# ---- block 1 ----
Figure 1. Clock network drawn from the DEF (block 1).
(1.5 px per µm)
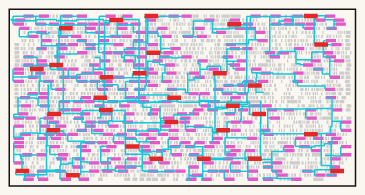

`src/rtl/bp_pkg.sv`:
```
// Shared constants and helpers for the fetch-stage branch predictor.
package bp_pkg;

  localparam int unsigned MODE_BIMODAL = 0;
  localparam int unsigned MODE_GSHARE  = 1;
  localparam int unsigned BP_MAX_CTR_W = 8;

  // Counter value after reset: weakly not taken.
  function automatic logic [BP_MAX_CTR_W-1:0] ctr_reset(input int unsigned w);
    return BP_MAX_CTR_W'((32'd1 << (w - 32'd1)) - 32'd1);
  endfunction

  // Counter value forced on a fresh BTB allocation: weakly taken.
  function automatic logic [BP_MAX_CTR_W-1:0] ctr_alloc(input int unsigned w);
    return BP_MAX_CTR_W'(32'd1 << (w - 32'd1));
  endfunction

endpackage

```
`src/rtl/branch_predict_unit_if.sv`:
```
// Fetch lookup and EX resolution signals between the pipeline and the predictor.
interface branch_predict_unit_if #(
  parameter int unsigned PC_W   = 12,
  parameter int unsigned HIST_W = 4
);
  logic              fetch_valid;
  logic [PC_W-1:0]   fetch_pc;
  logic              pred_hit;
  logic              pred_taken;
  logic [PC_W-1:0]   pred_target;
  logic [HIST_W-1:0] pred_ghr;
  logic              upd_valid;
  logic [PC_W-1:0]   upd_pc;
  logic              upd_taken;
  logic [PC_W-1:0]   upd_target;
  logic [HIST_W-1:0] upd_ghr;
  logic              upd_mispredict;

  modport master (
    output fetch_valid, fetch_pc, upd_valid, upd_pc, upd_taken, upd_target,
           upd_ghr, upd_mispredict,
    input  pred_hit, pred_taken, pred_target, pred_ghr
  );

  modport slave (
    input  fetch_valid, fetch_pc, upd_valid, upd_pc, upd_taken, upd_target,
           upd_ghr, upd_mispredict,
    output pred_hit, pred_taken, pred_target, pred_ghr
  );
endinterface

```
`src/rtl/bp_sat_counter.sv`:
```
// Combinational next value of a saturating up/down counter with load override.
module bp_sat_counter #(
  parameter int unsigned CTR_W = 2
) (
  input  logic [CTR_W-1:0] ctr_i,
  input  logic             inc,
  input  logic             dec,
  input  logic             load,
  input  logic [CTR_W-1:0] load_val,
  output logic [CTR_W-1:0] ctr_next_c
);

  localparam logic [CTR_W-1:0] CTR_MAX = {CTR_W{1'b1}};

  always_comb begin
    ctr_next_c = ctr_i;
    if (load) begin
      ctr_next_c = load_val;
    end else if (inc && (ctr_i != CTR_MAX)) begin
      ctr_next_c = ctr_i + CTR_W'(1);
    end else if (dec && (ctr_i != '0)) begin
      ctr_next_c = ctr_i - CTR_W'(1);
    end
  end

endmodule

```
`src/rtl/branch_predict_unit.sv`:
```
// Direct-mapped BTB plus PHT of saturating counters (bimodal or gshare), with a
// speculative global history that is restored from the EX checkpoint on mispredict.
module branch_predict_unit
  import bp_pkg::*;
#(
  parameter int unsigned PC_W    = 12,
  parameter int unsigned ENTRIES = 16,
  parameter int unsigned CTR_W   = 2,
  parameter int unsigned HIST_W  = 4,
  parameter int unsigned MODE    = MODE_BIMODAL
) (
  input logic                  clk,
  input logic                  rst_n,
  branch_predict_unit_if.slave bp
);

  localparam int unsigned IDX_W = $clog2(ENTRIES);
  localparam int unsigned TAG_W = PC_W - IDX_W - 2;
  localparam logic [CTR_W-1:0] CTR_RST   = CTR_W'(ctr_reset(CTR_W));
  localparam logic [CTR_W-1:0] CTR_ALLOC = CTR_W'(ctr_alloc(CTR_W));

  typedef struct packed {
    logic             valid;
    logic [TAG_W-1:0] tag;
    logic [PC_W-1:0]  target;
  } btb_entry_t;

  btb_entry_t        btb_q [ENTRIES];
  btb_entry_t        btb_d [ENTRIES];
  logic [CTR_W-1:0]  pht_q [ENTRIES];
  logic [CTR_W-1:0]  pht_d [ENTRIES];
  logic [HIST_W-1:0] ghr_q, ghr_d;

  logic [IDX_W-1:0]  f_idx, f_pidx, u_idx, u_pidx;
  logic [TAG_W-1:0]  f_tag, u_tag;
  logic              pred_hit_c, pred_taken_c, u_hit, upd_alloc;
  logic [CTR_W-1:0]  pht_next;
  logic              unused_pc_lsbs;

  // pc[1:0] carry no information for word-aligned fetch.
  assign unused_pc_lsbs = ^{bp.fetch_pc[1:0], bp.upd_pc[1:0]};

  assign f_idx  = bp.fetch_pc[IDX_W+1:2];
  assign f_tag  = bp.fetch_pc[PC_W-1:IDX_W+2];
  assign u_idx  = bp.upd_pc[IDX_W+1:2];
  assign u_tag  = bp.upd_pc[PC_W-1:IDX_W+2];
  assign f_pidx = (MODE == MODE_GSHARE) ? (f_idx ^ IDX_W'(ghr_q)) : f_idx;
  assign u_pidx = (MODE == MODE_GSHARE) ? (u_idx ^ IDX_W'(bp.upd_ghr)) : u_idx;

  // Zero-latency lookup on pre-update state.
  always_comb begin
    pred_hit_c     = btb_q[f_idx].valid && (btb_q[f_idx].tag == f_tag);
    pred_taken_c   = pred_hit_c && pht_q[f_pidx][CTR_W-1];
    bp.pred_hit    = pred_hit_c;
    bp.pred_taken  = pred_taken_c;
    bp.pred_target = pred_hit_c ? btb_q[f_idx].target : '0;
    bp.pred_ghr    = ghr_q;
  end

  assign u_hit     = btb_q[u_idx].valid && (btb_q[u_idx].tag == u_tag);
  assign upd_alloc = bp.upd_valid && bp.upd_taken && !u_hit;

  bp_sat_counter #(.CTR_W(CTR_W)) u_pht_ctr (
    .ctr_i      (pht_q[u_pidx]),
    .inc        (bp.upd_taken),
    .dec        (!bp.upd_taken),
    .load       (upd_alloc),
    .load_val   (CTR_ALLOC),
    .ctr_next_c (pht_next)
  );

  // Resolution writes and history maintenance; checkpoint restore beats fetch shift.
  always_comb begin
    btb_d = btb_q;
    pht_d = pht_q;
    ghr_d = ghr_q;
    if (bp.upd_valid) begin
      pht_d[u_pidx] = pht_next;
      if (bp.upd_taken) begin
        btb_d[u_idx] = '{valid: 1'b1, tag: u_tag, target: bp.upd_target};
      end
    end
    if (bp.upd_valid && bp.upd_mispredict) begin
      ghr_d = HIST_W'({bp.upd_ghr, bp.upd_taken});
    end else if (bp.fetch_valid && pred_hit_c) begin
      ghr_d = HIST_W'({ghr_q, pred_taken_c});
    end
  end

  always_ff @(posedge clk) begin
    if (!rst_n) begin
      for (int unsigned i = 0; i < ENTRIES; i++) begin
        btb_q[i] <= '0;
        pht_q[i] <= CTR_RST;
      end
      ghr_q <= '0;
    end else begin
      btb_q <= btb_d;
      pht_q <= pht_d;
      ghr_q <= ghr_d;
    end
  end

endmodule
```
`src/flat_wrapper.sv`:
```
// flat-port wrapper written by rule: the top's interface ports become plain ports
module branch_predict_unit_flat import bp_pkg::*;
#(
  parameter int unsigned PC_W    = 12,
  parameter int unsigned ENTRIES = 16,
  parameter int unsigned CTR_W   = 2,
  parameter int unsigned HIST_W  = 4,
  parameter int unsigned MODE    = MODE_BIMODAL
)
  (clk, rst_n, bp_fetch_valid, bp_fetch_pc, bp_upd_valid, bp_upd_pc, bp_upd_taken, bp_upd_target, bp_upd_ghr, bp_upd_mispredict, bp_pred_hit, bp_pred_taken, bp_pred_target, bp_pred_ghr);
  branch_predict_unit_if #(.PC_W(PC_W), .HIST_W(HIST_W)) bp_i ();
  input logic clk;
  input logic rst_n;
  input wire logic [$bits(bp_i.fetch_valid)-1:0] bp_fetch_valid;
  input wire logic [$bits(bp_i.fetch_pc)-1:0] bp_fetch_pc;
  input wire logic [$bits(bp_i.upd_valid)-1:0] bp_upd_valid;
  input wire logic [$bits(bp_i.upd_pc)-1:0] bp_upd_pc;
  input wire logic [$bits(bp_i.upd_taken)-1:0] bp_upd_taken;
  input wire logic [$bits(bp_i.upd_target)-1:0] bp_upd_target;
  input wire logic [$bits(bp_i.upd_ghr)-1:0] bp_upd_ghr;
  input wire logic [$bits(bp_i.upd_mispredict)-1:0] bp_upd_mispredict;
  output wire logic [$bits(bp_i.pred_hit)-1:0] bp_pred_hit;
  output wire logic [$bits(bp_i.pred_taken)-1:0] bp_pred_taken;
  output wire logic [$bits(bp_i.pred_target)-1:0] bp_pred_target;
  output wire logic [$bits(bp_i.pred_ghr)-1:0] bp_pred_ghr;
  assign bp_i.fetch_valid = bp_fetch_valid;
  assign bp_i.fetch_pc = bp_fetch_pc;
  assign bp_i.upd_valid = bp_upd_valid;
  assign bp_i.upd_pc = bp_upd_pc;
  assign bp_i.upd_taken = bp_upd_taken;
  assign bp_i.upd_target = bp_upd_target;
  assign bp_i.upd_ghr = bp_upd_ghr;
  assign bp_i.upd_mispredict = bp_upd_mispredict;
  assign bp_pred_hit = bp_i.pred_hit;
  assign bp_pred_taken = bp_i.pred_taken;
  assign bp_pred_target = bp_i.pred_target;
  assign bp_pred_ghr = bp_i.pred_ghr;
  branch_predict_unit #(.PC_W(PC_W), .ENTRIES(ENTRIES), .CTR_W(CTR_W), .HIST_W(HIST_W), .MODE(MODE)) u_core (.clk(clk), .rst_n(rst_n), .bp(bp_i));
endmodule
```
`config.mk`:
```
export PLATFORM = sky130hd
export DESIGN_NAME = branch_predict_unit_flat
export DESIGN_NICKNAME = d
export VERILOG_FILES = /design/src/rtl/bp_pkg.sv /design/src/rtl/branch_predict_unit_if.sv /design/src/rtl/bp_sat_counter.sv /design/src/rtl/branch_predict_unit.sv /design/src/flat_wrapper.sv
export SDC_FILE = /design/constraint.sdc
export NUM_CORES = 1
export LEC_CHECK = 0
export ABC_AREA = 1
export ABC_CLOCK_PERIOD_IN_PS = 3900
export CAP_MARGIN = 25
export CORE_ASPECT_RATIO = 0.5
export CORE_MARGIN = 2
export CORE_UTILIZATION = 65
export DETAILED_ROUTE_END_ITERATION = 7
export PLACE_DENSITY_LB_ADDON = 0.05
export SLEW_MARGIN = 5
export SYNTH_ARGS = -nofsm -noshare
export SYNTH_HDL_FRONTEND = slang
export SYNTH_SLANG_ARGS = --single-unit
```
`constraint.sdc`:
```
create_clock -name clk -period 3.9 [get_ports clk]
set_input_delay 0.78 -clock clk [delete_from_list [all_inputs] [get_ports clk]]
set_output_delay 0.78 -clock clk [all_outputs]
set_load 0.01 [all_outputs]
```
# ---- block 2 ----
$ cat src/rtl/xm_mem_interface.sv
// Memory-side bridge for the XMakina controller: turns a one-cycle memory request
// into a req/ack bus transaction with byte-lane steering, misalignment check and timeout.
module xm_mem_interface #(
   parameter int WORD    = 16,
   parameter int TIMEOUT = 15
) (
   input  logic            clk_i,
   input  logic            arst_ni,
   input  logic            memEn_i,
   input  logic            memRW_i,
   input  logic            byteOp_i,
   input  logic [WORD-1:0] adr_i,
   input  logic [WORD-1:0] wrData_i,
   input  logic            errClr_i,
   output logic            memBusy_o,
   output logic            memWr_o,
   output logic [WORD-1:0] rdData_o,
   output logic            busErr_o,
   output logic            busReq_o,
   output logic            busWe_o,
   output logic [WORD-1:0] busAdr_o,
   output logic [1:0]      busBe_o,
   output logic [WORD-1:0] busWdata_o,
   input  logic [WORD-1:0] busRdata_i,
   input  logic            busAck_i,
   output logic [1:0]      dbg_state_o
);

   // Bus handshake: busReq_o rises on the edge that accepts a request and stays high
   // until the edge at which busAck_i is seen high (transfer done) or the watchdog expires.
   typedef enum logic [1:0] {S_IDLE = 2'd0, S_REQ = 2'd1, S_DONE = 2'd2} state_t;

   localparam logic [7:0] TO_LAST = 8'(TIMEOUT - 1);

   state_t     state_q, state_d;
   logic [7:0] cnt_q;
   logic       misaligned, start, timeout_hit, ack_rd, to_err, set_err;
   logic [7:0] rd_lane;

   assign misaligned  = memEn_i && !byteOp_i && adr_i[0];
   assign start       = (state_q == S_IDLE) && memEn_i && !misaligned;
   assign timeout_hit = (cnt_q == TO_LAST);
   assign ack_rd      = (state_q == S_REQ) && busAck_i && !busWe_o;
   assign to_err      = (state_q == S_REQ) && !busAck_i && timeout_hit;
   assign set_err     = ((state_q == S_IDLE) && memEn_i && misaligned) || to_err;
   assign rd_lane     = (busBe_o == 2'b10) ? busRdata_i[15:8] : busRdata_i[7:0];

   always_ff @(posedge clk_i or negedge arst_ni) begin
      if (!arst_ni) state_q <= S_IDLE;
      else          state_q <= state_d;
   end

   always_comb begin
      state_d = state_q;
      case (state_q)
         S_IDLE:  if (memEn_i) state_d = misaligned ? S_DONE : S_REQ;
         S_REQ:   if (busAck_i || timeout_hit) state_d = S_DONE;
         S_DONE:  state_d = S_IDLE;
         default: state_d = S_IDLE;
      endcase
   end

   always_comb begin
      memBusy_o   = (state_q == S_REQ);
      busReq_o    = (state_q == S_REQ);
      dbg_state_o = state_q;
   end

   always_ff @(posedge clk_i or negedge arst_ni) begin
      if (!arst_ni) begin
         cnt_q      <= '0;
         busWe_o    <= 1'b0;
         busAdr_o   <= '0;
         busBe_o    <= '0;
         busWdata_o <= '0;
         rdData_o   <= '0;
         memWr_o    <= 1'b0;
         busErr_o   <= 1'b0;
      end else begin
         if (start) begin
            cnt_q      <= '0;
            busWe_o    <= memRW_i;
            busAdr_o   <= {adr_i[WORD-1:1], 1'b0};
            busBe_o    <= byteOp_i ? (adr_i[0] ? 2'b10 : 2'b01) : 2'b11;
            busWdata_o <= byteOp_i ? {2{wrData_i[7:0]}} : wrData_i;
         end else if (state_q == S_REQ) begin
            cnt_q <= cnt_q + 8'd1;
         end
         // Word reads use the full bus; byte reads zero-extend the enabled lane.
         if (ack_rd)
            rdData_o <= (busBe_o == 2'b11) ? busRdata_i : {{(WORD-8){1'b0}}, rd_lane};
         memWr_o <= ack_rd;
         if (set_err)       busErr_o <= 1'b1;
         else if (errClr_i) busErr_o <= 1'b0;
      end
   end

endmodule

$ cat config.mk
export PLATFORM = sky130hd
export DESIGN_NAME = xm_mem_interface
export DESIGN_NICKNAME = d
export VERILOG_FILES = /design/src/rtl/xm_mem_interface.sv
export SDC_FILE = /design/constraint.sdc
export NUM_CORES = 1
export LEC_CHECK = 0
export CAP_MARGIN = 5
export CORE_UTILIZATION = 35
export DETAILED_ROUTE_END_ITERATION = 8
export PLACE_DENSITY = 0.68
export SKIP_CTS_REPAIR_TIMING = 1
export SLEW_MARGIN = 5
export SYNTH_ARGS = -nofsm -noshare
export SYNTH_HDL_FRONTEND = slang
export SYNTH_SLANG_ARGS = --single-unit
$ cat constraint.sdc
create_clock -name clk_i -period 4.52 [get_ports clk_i]
set_input_delay 0.452 -clock clk_i [delete_from_list [all_inputs] [get_ports clk_i]]
set_output_delay 0.452 -clock clk_i [all_outputs]
set_load 0.01 [all_outputs]
# ---- block 3 ----
## src/rtl/dmio_arbiter.sv

```systemverilog
// rtl/dmio_arbiter.sv - two-port round-robin arbiter for the shared data-memory/IO port
// Port B is fenced out of the IO region (address bit 12 set); rejected accesses still complete.
module dmio_arbiter #(
  parameter int AW = 64,
  parameter int DW = 64
) (
  input  logic          clk,
  input  logic          rst,
  input  logic          req_a,
  input  logic          we_a,
  input  logic [AW-1:0] addr_a,
  input  logic [DW-1:0] wdata_a,
  output logic          ack_a,
  output logic [DW-1:0] rdata_a,
  input  logic          req_b,
  input  logic          we_b,
  input  logic [AW-1:0] addr_b,
  input  logic [DW-1:0] wdata_b,
  output logic          ack_b,
  output logic [DW-1:0] rdata_b,
  output logic          err_b,
  output logic [AW-1:0] mem_addr,
  output logic [DW-1:0] mem_wdata,
  output logic          mem_we,
  input  logic [DW-1:0] mem_rdata
);

  localparam int IO_BIT = 12;

  typedef enum logic [1:0] {
    IDLE  = 2'd0,
    ISSUE = 2'd1,
    RESP  = 2'd2
  } state_t;

  state_t state;
  state_t state_nx;

  logic last_b;
  logic owner_b;
  logic reject;
  logic grant;
  logic grant_b;

  always_ff @(posedge clk or posedge rst) begin
    if (rst) begin
      state <= IDLE;
    end else begin
      state <= state_nx;
    end
  end

  // On a tie the port that did not win last time is served.
  always_comb begin
    state_nx = state;
    grant    = 1'b0;
    grant_b  = 1'b0;
    case (state)
      IDLE: begin
        if (req_a || req_b) begin
          grant    = 1'b1;
          grant_b  = req_b && (!req_a || !last_b);
          state_nx = ISSUE;
        end
      end
      ISSUE:   state_nx = RESP;
      RESP:    state_nx = IDLE;
      default: state_nx = IDLE;
    endcase
  end

  // mem_addr/mem_wdata double as the request latch; mem_we is high only during ISSUE.
  always_ff @(posedge clk or posedge rst) begin
    if (rst) begin
      last_b    <= 1'b1;
      owner_b   <= 1'b0;
      reject    <= 1'b0;
      mem_addr  <= '0;
      mem_wdata <= '0;
      mem_we    <= 1'b0;
      ack_a     <= 1'b0;
      ack_b     <= 1'b0;
      err_b     <= 1'b0;
      rdata_a   <= '0;
      rdata_b   <= '0;
    end else begin
      mem_we <= 1'b0;
      ack_a  <= 1'b0;
      ack_b  <= 1'b0;
      err_b  <= 1'b0;

      if (grant) begin
        owner_b <= grant_b;
        last_b  <= grant_b;
        if (grant_b) begin
          mem_addr  <= addr_b;
          mem_wdata <= wdata_b;
          reject    <= addr_b[IO_BIT];
          mem_we    <= we_b && !addr_b[IO_BIT];
        end else begin
          mem_addr  <= addr_a;
          mem_wdata <= wdata_a;
          reject    <= 1'b0;
          mem_we    <= we_a;
        end
      end

      if (state == ISSUE) begin
        if (owner_b) begin
          ack_b   <= 1'b1;
          err_b   <= reject;
          rdata_b <= reject ? '0 : mem_rdata;
        end else begin
          ack_a   <= 1'b1;
          rdata_a <= mem_rdata;
        end
      end
    end
  end

endmodule

```

## config.mk

```make
export PLATFORM = sky130hd
export DESIGN_NAME = dmio_arbiter
export DESIGN_NICKNAME = d
export VERILOG_FILES = /design/src/rtl/dmio_arbiter.sv
export SDC_FILE = /design/constraint.sdc
export NUM_CORES = 1
export LEC_CHECK = 0
export CORE_AREA = 3 3 226 228
export CTS_BUF_LIST = sky130_fd_sc_hd__clkbuf_4 sky130_fd_sc_hd__clkbuf_8
export CTS_CLUSTER_DIAMETER = 80
export DETAILED_ROUTE_END_ITERATION = 8
export DIE_AREA = 0 0 229 231
export GPL_TIMING_DRIVEN = 1
export REMOVE_ABC_BUFFERS = 1
export SYNTH_ARGS = -nofsm -noshare
export SYNTH_HDL_FRONTEND = slang
export SYNTH_SLANG_ARGS = --single-unit
export TNS_END_PERCENT = 100
```

## constraint.sdc

```tcl
create_clock -name clk -period 8.4 [get_ports clk]
set_clock_uncertainty 0.1 [all_clocks]
set_input_delay 1.68 -clock clk [delete_from_list [all_inputs] [get_ports clk]]
set_output_delay 1.68 -clock clk [all_outputs]
set_load 0.01 [all_outputs]
```

# ---- block 4 ----
$ cat config.mk
export PLATFORM = sky130hd
export DESIGN_NAME = mem_arbiter
export DESIGN_NICKNAME = d
export VERILOG_FILES = /design/src/rtl/mem_arbiter_pkg.sv /design/src/rtl/mem_rr_pick.sv /design/src/rtl/mem_arbiter.sv
export SDC_FILE = /design/constraint.sdc
export NUM_CORES = 1
export LEC_CHECK = 0
export CAP_MARGIN = 25
export CORE_UTILIZATION = 25
export DETAILED_ROUTE_END_ITERATION = 16
export PLACE_DENSITY = 0.74
export SLEW_MARGIN = 5
export SYNTH_ARGS = -nofsm -noshare
export SYNTH_HDL_FRONTEND = slang
export SYNTH_HIERARCHICAL = 1
export SYNTH_SLANG_ARGS = --single-unit
$ cat constraint.sdc
create_clock -name clk -period 2.1 [get_ports clk]
set_input_delay 0.21 -clock clk [delete_from_list [all_inputs] [get_ports clk]]
set_output_delay 0.21 -clock clk [all_outputs]
set_load 0.03 [all_outputs]
$ cat src/rtl/mem_arbiter_pkg.sv
// Shared types and helpers for the IF/LS memory arbiter.
package riscv_mem_pkg;

    localparam int DEF_DEPTH = 16;
    localparam int DEF_IDX_W = 4;

    typedef enum logic [1:0] {IDLE, CMD, RESP} state_t;
    typedef enum logic {GNT_IF, GNT_LS} grant_t;

    // Byte address must be word aligned and land inside the attached memory.
    function automatic logic addr_fault(input logic [31:0] addr, input int depth);
        logic [31:0] word;
        word = addr >> 2;
        return (addr[1:0] != 2'b00) || (word >= 32'(depth));
    endfunction

endpackage

$ cat src/rtl/mem_rr_pick.sv
// Combinational 2-way round-robin selector between IF and LS requesters.
module mem_rr_pick
    import riscv_mem_pkg::*;
(
    input  logic   if_req,
    input  logic   ls_req,
    input  grant_t last_grant,
    output logic   gnt_valid,
    output grant_t gnt_sel
);

    always_comb begin
        gnt_valid = if_req | ls_req;
        gnt_sel   = GNT_IF;
        if (if_req && ls_req) begin
            gnt_sel = (last_grant == GNT_IF) ? GNT_LS : GNT_IF;
        end else if (ls_req) begin
            gnt_sel = GNT_LS;
        end
    end

endmodule

$ cat src/rtl/mem_arbiter.sv
// Arbitrates the single-port memory between instruction fetch and load/store,
// issuing one command per transaction and returning data or a fault.
module mem_arbiter
    import riscv_mem_pkg::*;
#(
    parameter int DEPTH = DEF_DEPTH,
    parameter int IDX_W = DEF_IDX_W
) (
    input  logic        clk,
    input  logic        rst_n,
    input  logic        if_req,
    input  logic [31:0] if_addr,
    output logic        if_ack,
    output logic [31:0] if_rdata,
    output logic        if_err,
    input  logic        ls_req,
    input  logic        ls_we,
    input  logic [31:0] ls_addr,
    input  logic [31:0] ls_wdata,
    output logic        ls_ack,
    output logic [31:0] ls_rdata,
    output logic        ls_err,
    output logic [31:0] mem_addr,
    output logic        mem_rd,
    output logic        mem_wr,
    output logic [31:0] mem_wdata,
    input  logic [31:0] mem_rdata,
    output logic        busy
);

    state_t      state_reg;
    grant_t      last_grant_reg;
    grant_t      sel_reg;
    logic        we_reg;
    logic        if_pass_reg;
    logic        ls_pass_reg;

    logic        gnt_valid;
    grant_t      gnt_sel;
    logic [31:0] req_addr;
    logic        req_we;
    logic        req_fault;

    mem_rr_pick u_pick (
        .if_req     (if_req),
        .ls_req     (ls_req),
        .last_grant (last_grant_reg),
        .gnt_valid  (gnt_valid),
        .gnt_sel    (gnt_sel)
    );

    always_comb begin
        req_addr  = (gnt_sel == GNT_IF) ? if_addr : ls_addr;
        req_we    = (gnt_sel == GNT_LS) && ls_we;
        req_fault = addr_fault(req_addr, DEPTH);
    end

    // Memory read data only becomes valid in the RESP cycle, so it is steered
    // through a registered select rather than re-registered (which would add a cycle).
    assign if_rdata = if_pass_reg ? mem_rdata : 32'd0;
    assign ls_rdata = ls_pass_reg ? mem_rdata : 32'd0;

    always_ff @(posedge clk or negedge rst_n) begin
        if (!rst_n) begin
            state_reg      <= IDLE;
            last_grant_reg <= GNT_LS;
            sel_reg        <= GNT_IF;
            we_reg         <= 1'b0;
            if_pass_reg    <= 1'b0;
            ls_pass_reg    <= 1'b0;
            if_ack         <= 1'b0;
            if_err         <= 1'b0;
            ls_ack         <= 1'b0;
            ls_err         <= 1'b0;
            mem_addr       <= 32'd0;
            mem_rd         <= 1'b0;
            mem_wr         <= 1'b0;
            mem_wdata      <= 32'd0;
            busy           <= 1'b0;
        end else begin
            case (state_reg)
                IDLE: begin
                    if (gnt_valid) begin
                        sel_reg        <= gnt_sel;
                        last_grant_reg <= gnt_sel;
                        busy           <= 1'b1;
                        if (req_fault) begin
                            state_reg <= RESP;
                            if_ack    <= (gnt_sel == GNT_IF);
                            if_err    <= (gnt_sel == GNT_IF);
                            ls_ack    <= (gnt_sel == GNT_LS);
                            ls_err    <= (gnt_sel == GNT_LS);
                        end else begin
                            state_reg <= CMD;
                            we_reg    <= req_we;
                            mem_addr  <= {{(32-IDX_W){1'b0}}, req_addr[IDX_W+1:2]};
                            mem_rd    <= !req_we;
                            mem_wr    <= req_we;
                            mem_wdata <= req_we ? ls_wdata : 32'd0;
                        end
                    end
                end
                CMD: begin
                    state_reg   <= RESP;
                    mem_rd      <= 1'b0;
                    mem_wr      <= 1'b0;
                    mem_wdata   <= 32'd0;
                    if_ack      <= (sel_reg == GNT_IF);
                    ls_ack      <= (sel_reg == GNT_LS);
                    if_pass_reg <= (sel_reg == GNT_IF);
                    ls_pass_reg <= (sel_reg == GNT_LS) && !we_reg;
                end
                RESP: begin
                    state_reg   <= IDLE;
                    busy        <= 1'b0;
                    if_ack      <= 1'b0;
                    if_err      <= 1'b0;
                    ls_ack      <= 1'b0;
                    ls_err      <= 1'b0;
                    if_pass_reg <= 1'b0;
                    ls_pass_reg <= 1'b0;
                end
                default: state_reg <= IDLE;
            endcase
        end
    end

endmodule

Figure 2. Supply network (block 2).
(4 px per µm) Pins as bars on the die edge.
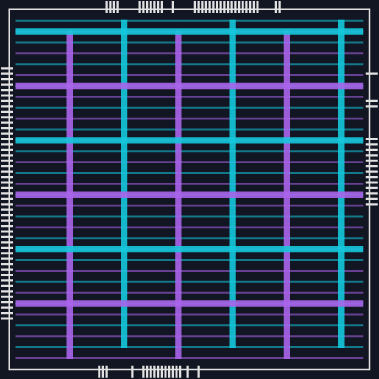
VDD -> cyan
VSS -> purple
met1 rails = 32
met4 straps = 6
rows = 31
signal pins = 112
met5 straps = 6

==> impl_metrics.json, block 2 <==
{
  "outcome": "completed",
  "root_buffer": "clkbuf_8",
  "worstRegToRegCells": 4,
  "synth-main-ff-cell": "dfrtp_1",
  "grtUsageMet2": 0.262,
  "synthSimpleGateAreaFrac": 0.116,
  "ant_nets": 0,
  "rsz0062_at_grt": "false",
  "fp_nets": 277,
  "lay_top_count": "clkdlybuf4s50_1",
  "ys_area_um2": 2690,
  "stdcell_count": 434,
  "r2r_slack_ns": 2.34,
  "clock_buffers": 11,
  "setup_viol": 0,
  "gp_congestion": 0.797,
  "nets": 387,
  "logic_area_um2": 1040,
  "clock_area_frac": 0.0491,
  "power_frac_clock": 0.191,
  "comb_area_frac": 0.256,
  "logic_gate_count": 138,
  "comb_power_uw": 1120,
  "track_usage": 0.170,
  "critPathRequiredTime_ns": 4.07,
  "use_met1": 0.208,
  "yosys_warnings": 0,
  "drt-met1-wl_mm": 2.77,
  "most_common_cell": "dfrtp_1",
  "cts_num_sinks": 62,
  "critical_path_depth": 2,
  "fmax_ghz": 0.422,
  "slew_viol_final": 0,
  "crit_chain": "nor2b_1, clkdlybuf4s50_1",
  "tool_warnings": 27,
  "reg_top3": "busWdata_o: 16 flops, rdData_o: 16 flops, busAdr_o: 15 flops",
  "wl_mm": 6.33,
  "top_area_frac": 0.576,
  "crit_type": "register to primary output",
  "syn-cell-area_um2": 2690,
  "crit_family": "buffers and inverters",
  "finalPower_uw": 2560,
  "tightest_slew_ns": 0.945,
  "grt_pass1_wl_mm": 10.8,
  "timing.hold.ws_ns": 0.274,
  "fin_crit_ns": 2.37,
  "logic_family": "multiplexers",
  "synth-edff-count": 0,
  "clkTransAtPathRegs_ns": 0.07,
  "cts_buffer_depth": 2,
  "end_kind": "primary output",
  "async_flop_share": 1.00,
  "buffer_area_frac": 0.276,
  "crit_path_max_incr_delay_ns": 0.63,
  "powerSeq_uw": 946,
  "aoi_share": 0.0553,
  "grt_overflow": 0,
  "p_int_uw": 1740,
  "critPathLaunch": "dbg_state_o[0]",
  "antenna_cells": 0,
  "wl_met2_mm": 2.88,
  "top_usage_layer": "met2",
  "ios": 112,
  "critPathSlowestCell": "clkdlybuf4s50_1",
  "drive_above_1_share": 0.188,
  "syn2layout_area_growth_pct": 50.6,
  "p_comb_frac": 0.439,
  "fp_util": 0.367,
  "place_worst_setup_slack_ns": 1.87
}
Figure 3. Supply network (block 3).
(1.5 px per µm) Pins as bars on the die edge.
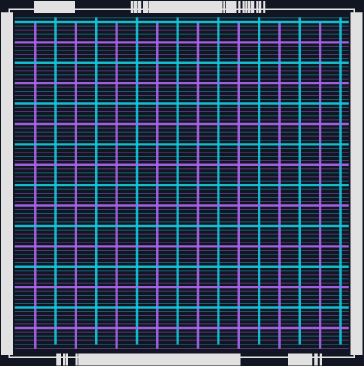
VDD -> cyan
VSS -> purple
signal pins = 586
met4 straps = 16
met1 rails = 82

==> impl_metrics.json, block 3 <==
{
  "outcome": "completed",
  "dp_hpwl_mm": 33.9,
  "die_area_um2": 52900,
  "power_density_nw_per_um2": 373,
  "area_leaders": "dfrtp_1 (57%), o21ai_0 (8.3%), o31ai_1 (8.2%)",
  "drive_above_1_share": 0.0746,
  "cts_tree": "done",
  "synth-edff-count": 0,
  "worstRegToRegCells": 5,
  "critPathSlowestCell": "nor2_4",
  "critPathRequiredTime_ns": 8.79,
  "numCtsBuffers": 49,
  "buffer_area_frac": 0.313,
  "antenna_cells": 6,
  "finalHoldViolations": 0,
  "nWellTaps": 664,
  "place_inst": 2315,
  "p_seq_frac": 0.316,
  "crit_chain": "clkdlybuf4s50_1, nor2_4, buf_4, o21ai_0, o31ai_1",
  "ant_nets": 0,
  "cts_buffer_depth": 3,
  "n_all_inverters": 4,
  "synthXorXnorAreaFrac": 0,
  "wl_mm": 48.8,
  "timing.rr.end": "mem_addr[47]",
  "drcViolationCount": 0,
  "synthMuxAreaShare": 0.0621,
  "die_h_um": 231
}
Figure 4. Clock nets (block 4).
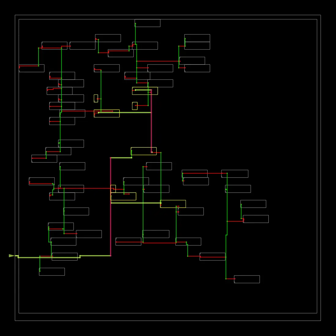
clock net sink count: 50
Setup Skew: 0.00785 ns
Clock net power: 781 µW

==> impl_metrics.json, block 4 <==
{
  "outcome": "complete, but fails checks",
  "violations": "setup timing",
  "clock.latency.late_pin_ns": 0.29,
  "synth-edff-count": 0,
  "top_cells_by_count": "and2_1 (65), dfrtp_1 (49), a22o_1 (32)",
  "cts_max_level": 2,
  "logic_family": "simple AND/OR/NAND/NOR gates",
  "cts_tree": "done",
  "dieWidth_um": 110,
  "grt_use_met3": 0.0317,
  "p_comb_frac": 0.529,
  "syn2layout_area_growth_pct": 99.7,
  "track_usage": 0.169,
  "crit_path_start_kind": "register",
  "final.period_utilization": 1.04,
  "hold_class": "input pin to asynchronous set/reset pin",
  "synthSimpleGateAreaFrac": 0.254,
  "final_util": 0.513,
  "cap_viol_max_count": 0,
  "layout_setup_ws_ns": -0.0936,
  "timing.hold.ws_ns": 0.0309,
  "numCtsBuffers": 5,
  "p_seq_frac": 0.284,
  "arrival_ns": 2.42,
  "setup_viol": 34,
  "final_cell_mix": "clkdlybuf4s50_1 (235), and2_1 (64), dfrtp_1 (48)",
  "ctsHoldBuffers": 0,
  "drt_iter0_markers": 123,
  "vias": 3057,
  "top_usage_layer": "met2",
  "r2r_slack_ns": -0.09,
  "critPathSlowestCell": "dfstp_2",
  "largest_reg_flops": 32,
  "logic_area_um2": 1560,
  "io_buffers": 239,
  "path_buffers": 3,
  "dpl_cell_area_um2": 5430,
  "grt_pass1_vias": 2947,
  "synthXorXnorAreaFrac": 0
}
Figure 5. Logic cells by family (block 1).
(1.5 px per µm)
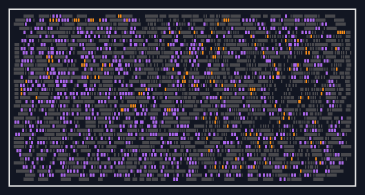
NOR gates -> orange  # cells 139, most used nor2_1, where widely spread
inverting AOI/OAI gates -> purple  # cells 838, most used a21oi_1, where widely spread

## Picture notes: Figure 1
clock wires -> cyan  # length 4020 µm
flip-flops -> magenta  # count 340
clock drivers -> red  # count 30
flops lie = widely spread
routed clock nets = 31

==> impl_metrics.json, block 1 <==
{
  "outcome": "completed",
  "top_area_frac": 0.411,
  "nets": 2547,
  "timing.hold.ws_ns": 0.447,
  "largest_reg_flops": 304,
  "grt_max_degree": 99,
  "seq_area_um2": 6810,
  "place_worst_setup_slack_ns": -0.177,
  "use_met1": 0.534,
  "dominant_cells": "multi-input combinational cells",
  "vias": 17300,
  "p_clk_uw": 3230,
  "leakage_uw": 0.00750,
  "net-switching-power_uw": 2000,
  "grt_use_met3": 0.0698,
  "avgSynthCellArea_um2": 6.61,
  "wl_mm": 53.3,
  "nFillCells": 2085,
  "yosysTopAreaCell": "dfxtp_1",
  "grt_pass1_wl_mm": 83.4,
  "logic_gate_count": 1662,
  "most_common_cell": "a21oi_1",
  "dpl_cell_area_um2": 17700,
  "ys_sh_adder": 0.00151,
  "flop-count": 340,
  "cp_common_cell": "nand2_1",
  "grtUsageMet2": 0.633,
  "clock.latency.late_pin_ns": 0.59,
  "crit_chain": "buf_4, inv_4, buf_12, nand2_1, nand3_1, nand3_1, nand3_1, nand2_1, nand2_1, inv_1, nor2_1, nand2_1, nor2_2, buf_12, buf_4, clkdlybuf4s50_1",
  "p_int_uw": 5650,
  "path_buffers": 7,
  "fp_nets": 2557,
  "cts_tree": "done",
  "stdcell_count": 2864,
  "clock_buffers": 46,
  "nWellTaps": 344,
  "drt-met1-wl_mm": 22.1,
  "worstRegToRegCells": 13,
  "async_flop_share": 0,
  "cts_setup_buffers": 0,
  "grt_overflow": 0,
  "power_frac_clock": 0.423,
  "critPathLaunch": "bp_fetch_pc[2]",
  "crit_end": "bp_pred_hit",
  "n_all_inverters": 311,
  "dieWidth_um": 230,
  "synth-edff-count": 0,
  "gp_congestion": 1.00,
  "design_area_um2": 18800
}

==> notes/layouts.md <==
Pictures saved along the way, in no particular order.

Clock network drawn from the DEF.
shot_01.png
(2 px per µm)
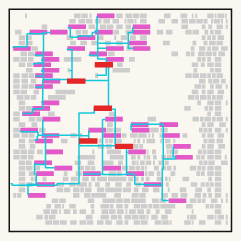
shot_02.png
(1 px per µm)
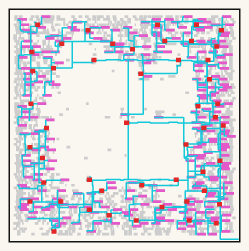
shot_03.png
(3 px per µm)
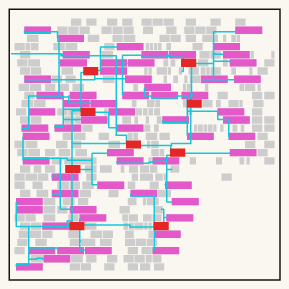
| picture | from |
|---|---|
| shot_01.png | block 4 |
| shot_02.png | block 3 |
| shot_03.png | block 2 |
The one with the fewest sequential cells is shot_01.png.
The one with the smallest die is shot_03.png.

Key to shot_02.png:
clock wires -> cyan  # length 4430 µm
clock drivers -> red  # count 49
flip-flops -> magenta  # count 265
flops lie = widely spread



==> notes/layouts.md <==
Pictures saved along the way, in no particular order.

Signal wires by layer.
(a)
(2 px per µm)
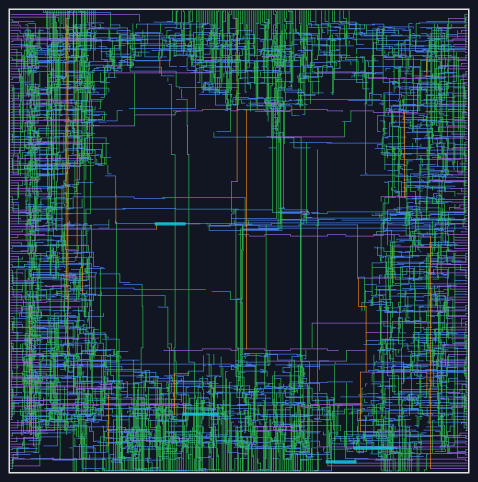
(b)
(4 px per µm)
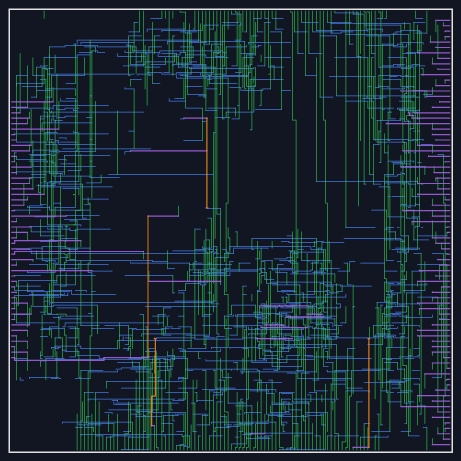
(c)
(6 px per µm)
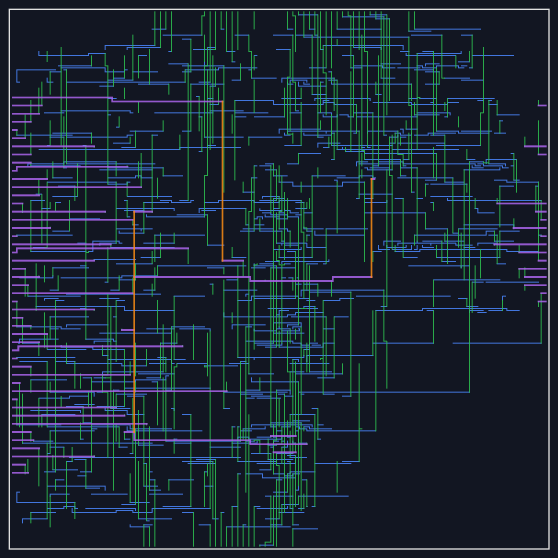
(d)
(3 px per µm)
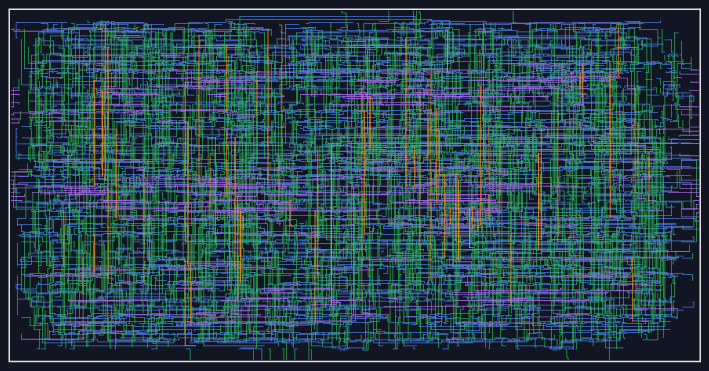
| from | picture |
|---|---|
| block 4 | (b) |
| block 2 | (c) |
| block 1 | (d) |
| block 3 | (a) |
Of these, largest die: (a)


==> notes/layouts.md <==
Pictures saved along the way, in no particular order.

Clock nets.
Plate I
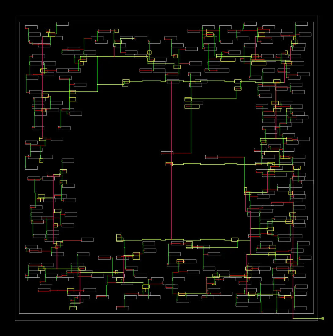
Plate II
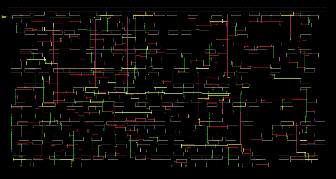
Plate III
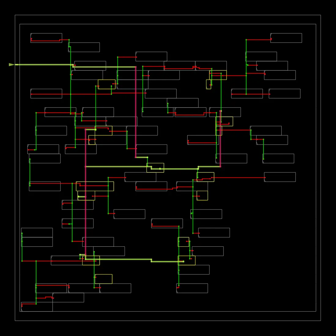
Of these, most clock buffers: Plate I
Of these, most sequential cells: Plate II
Plate II is block 1.
Plate I is block 3.
Plate III is block 2.

Power figures rest on the tool's default switching activity, not on a simulated workload.
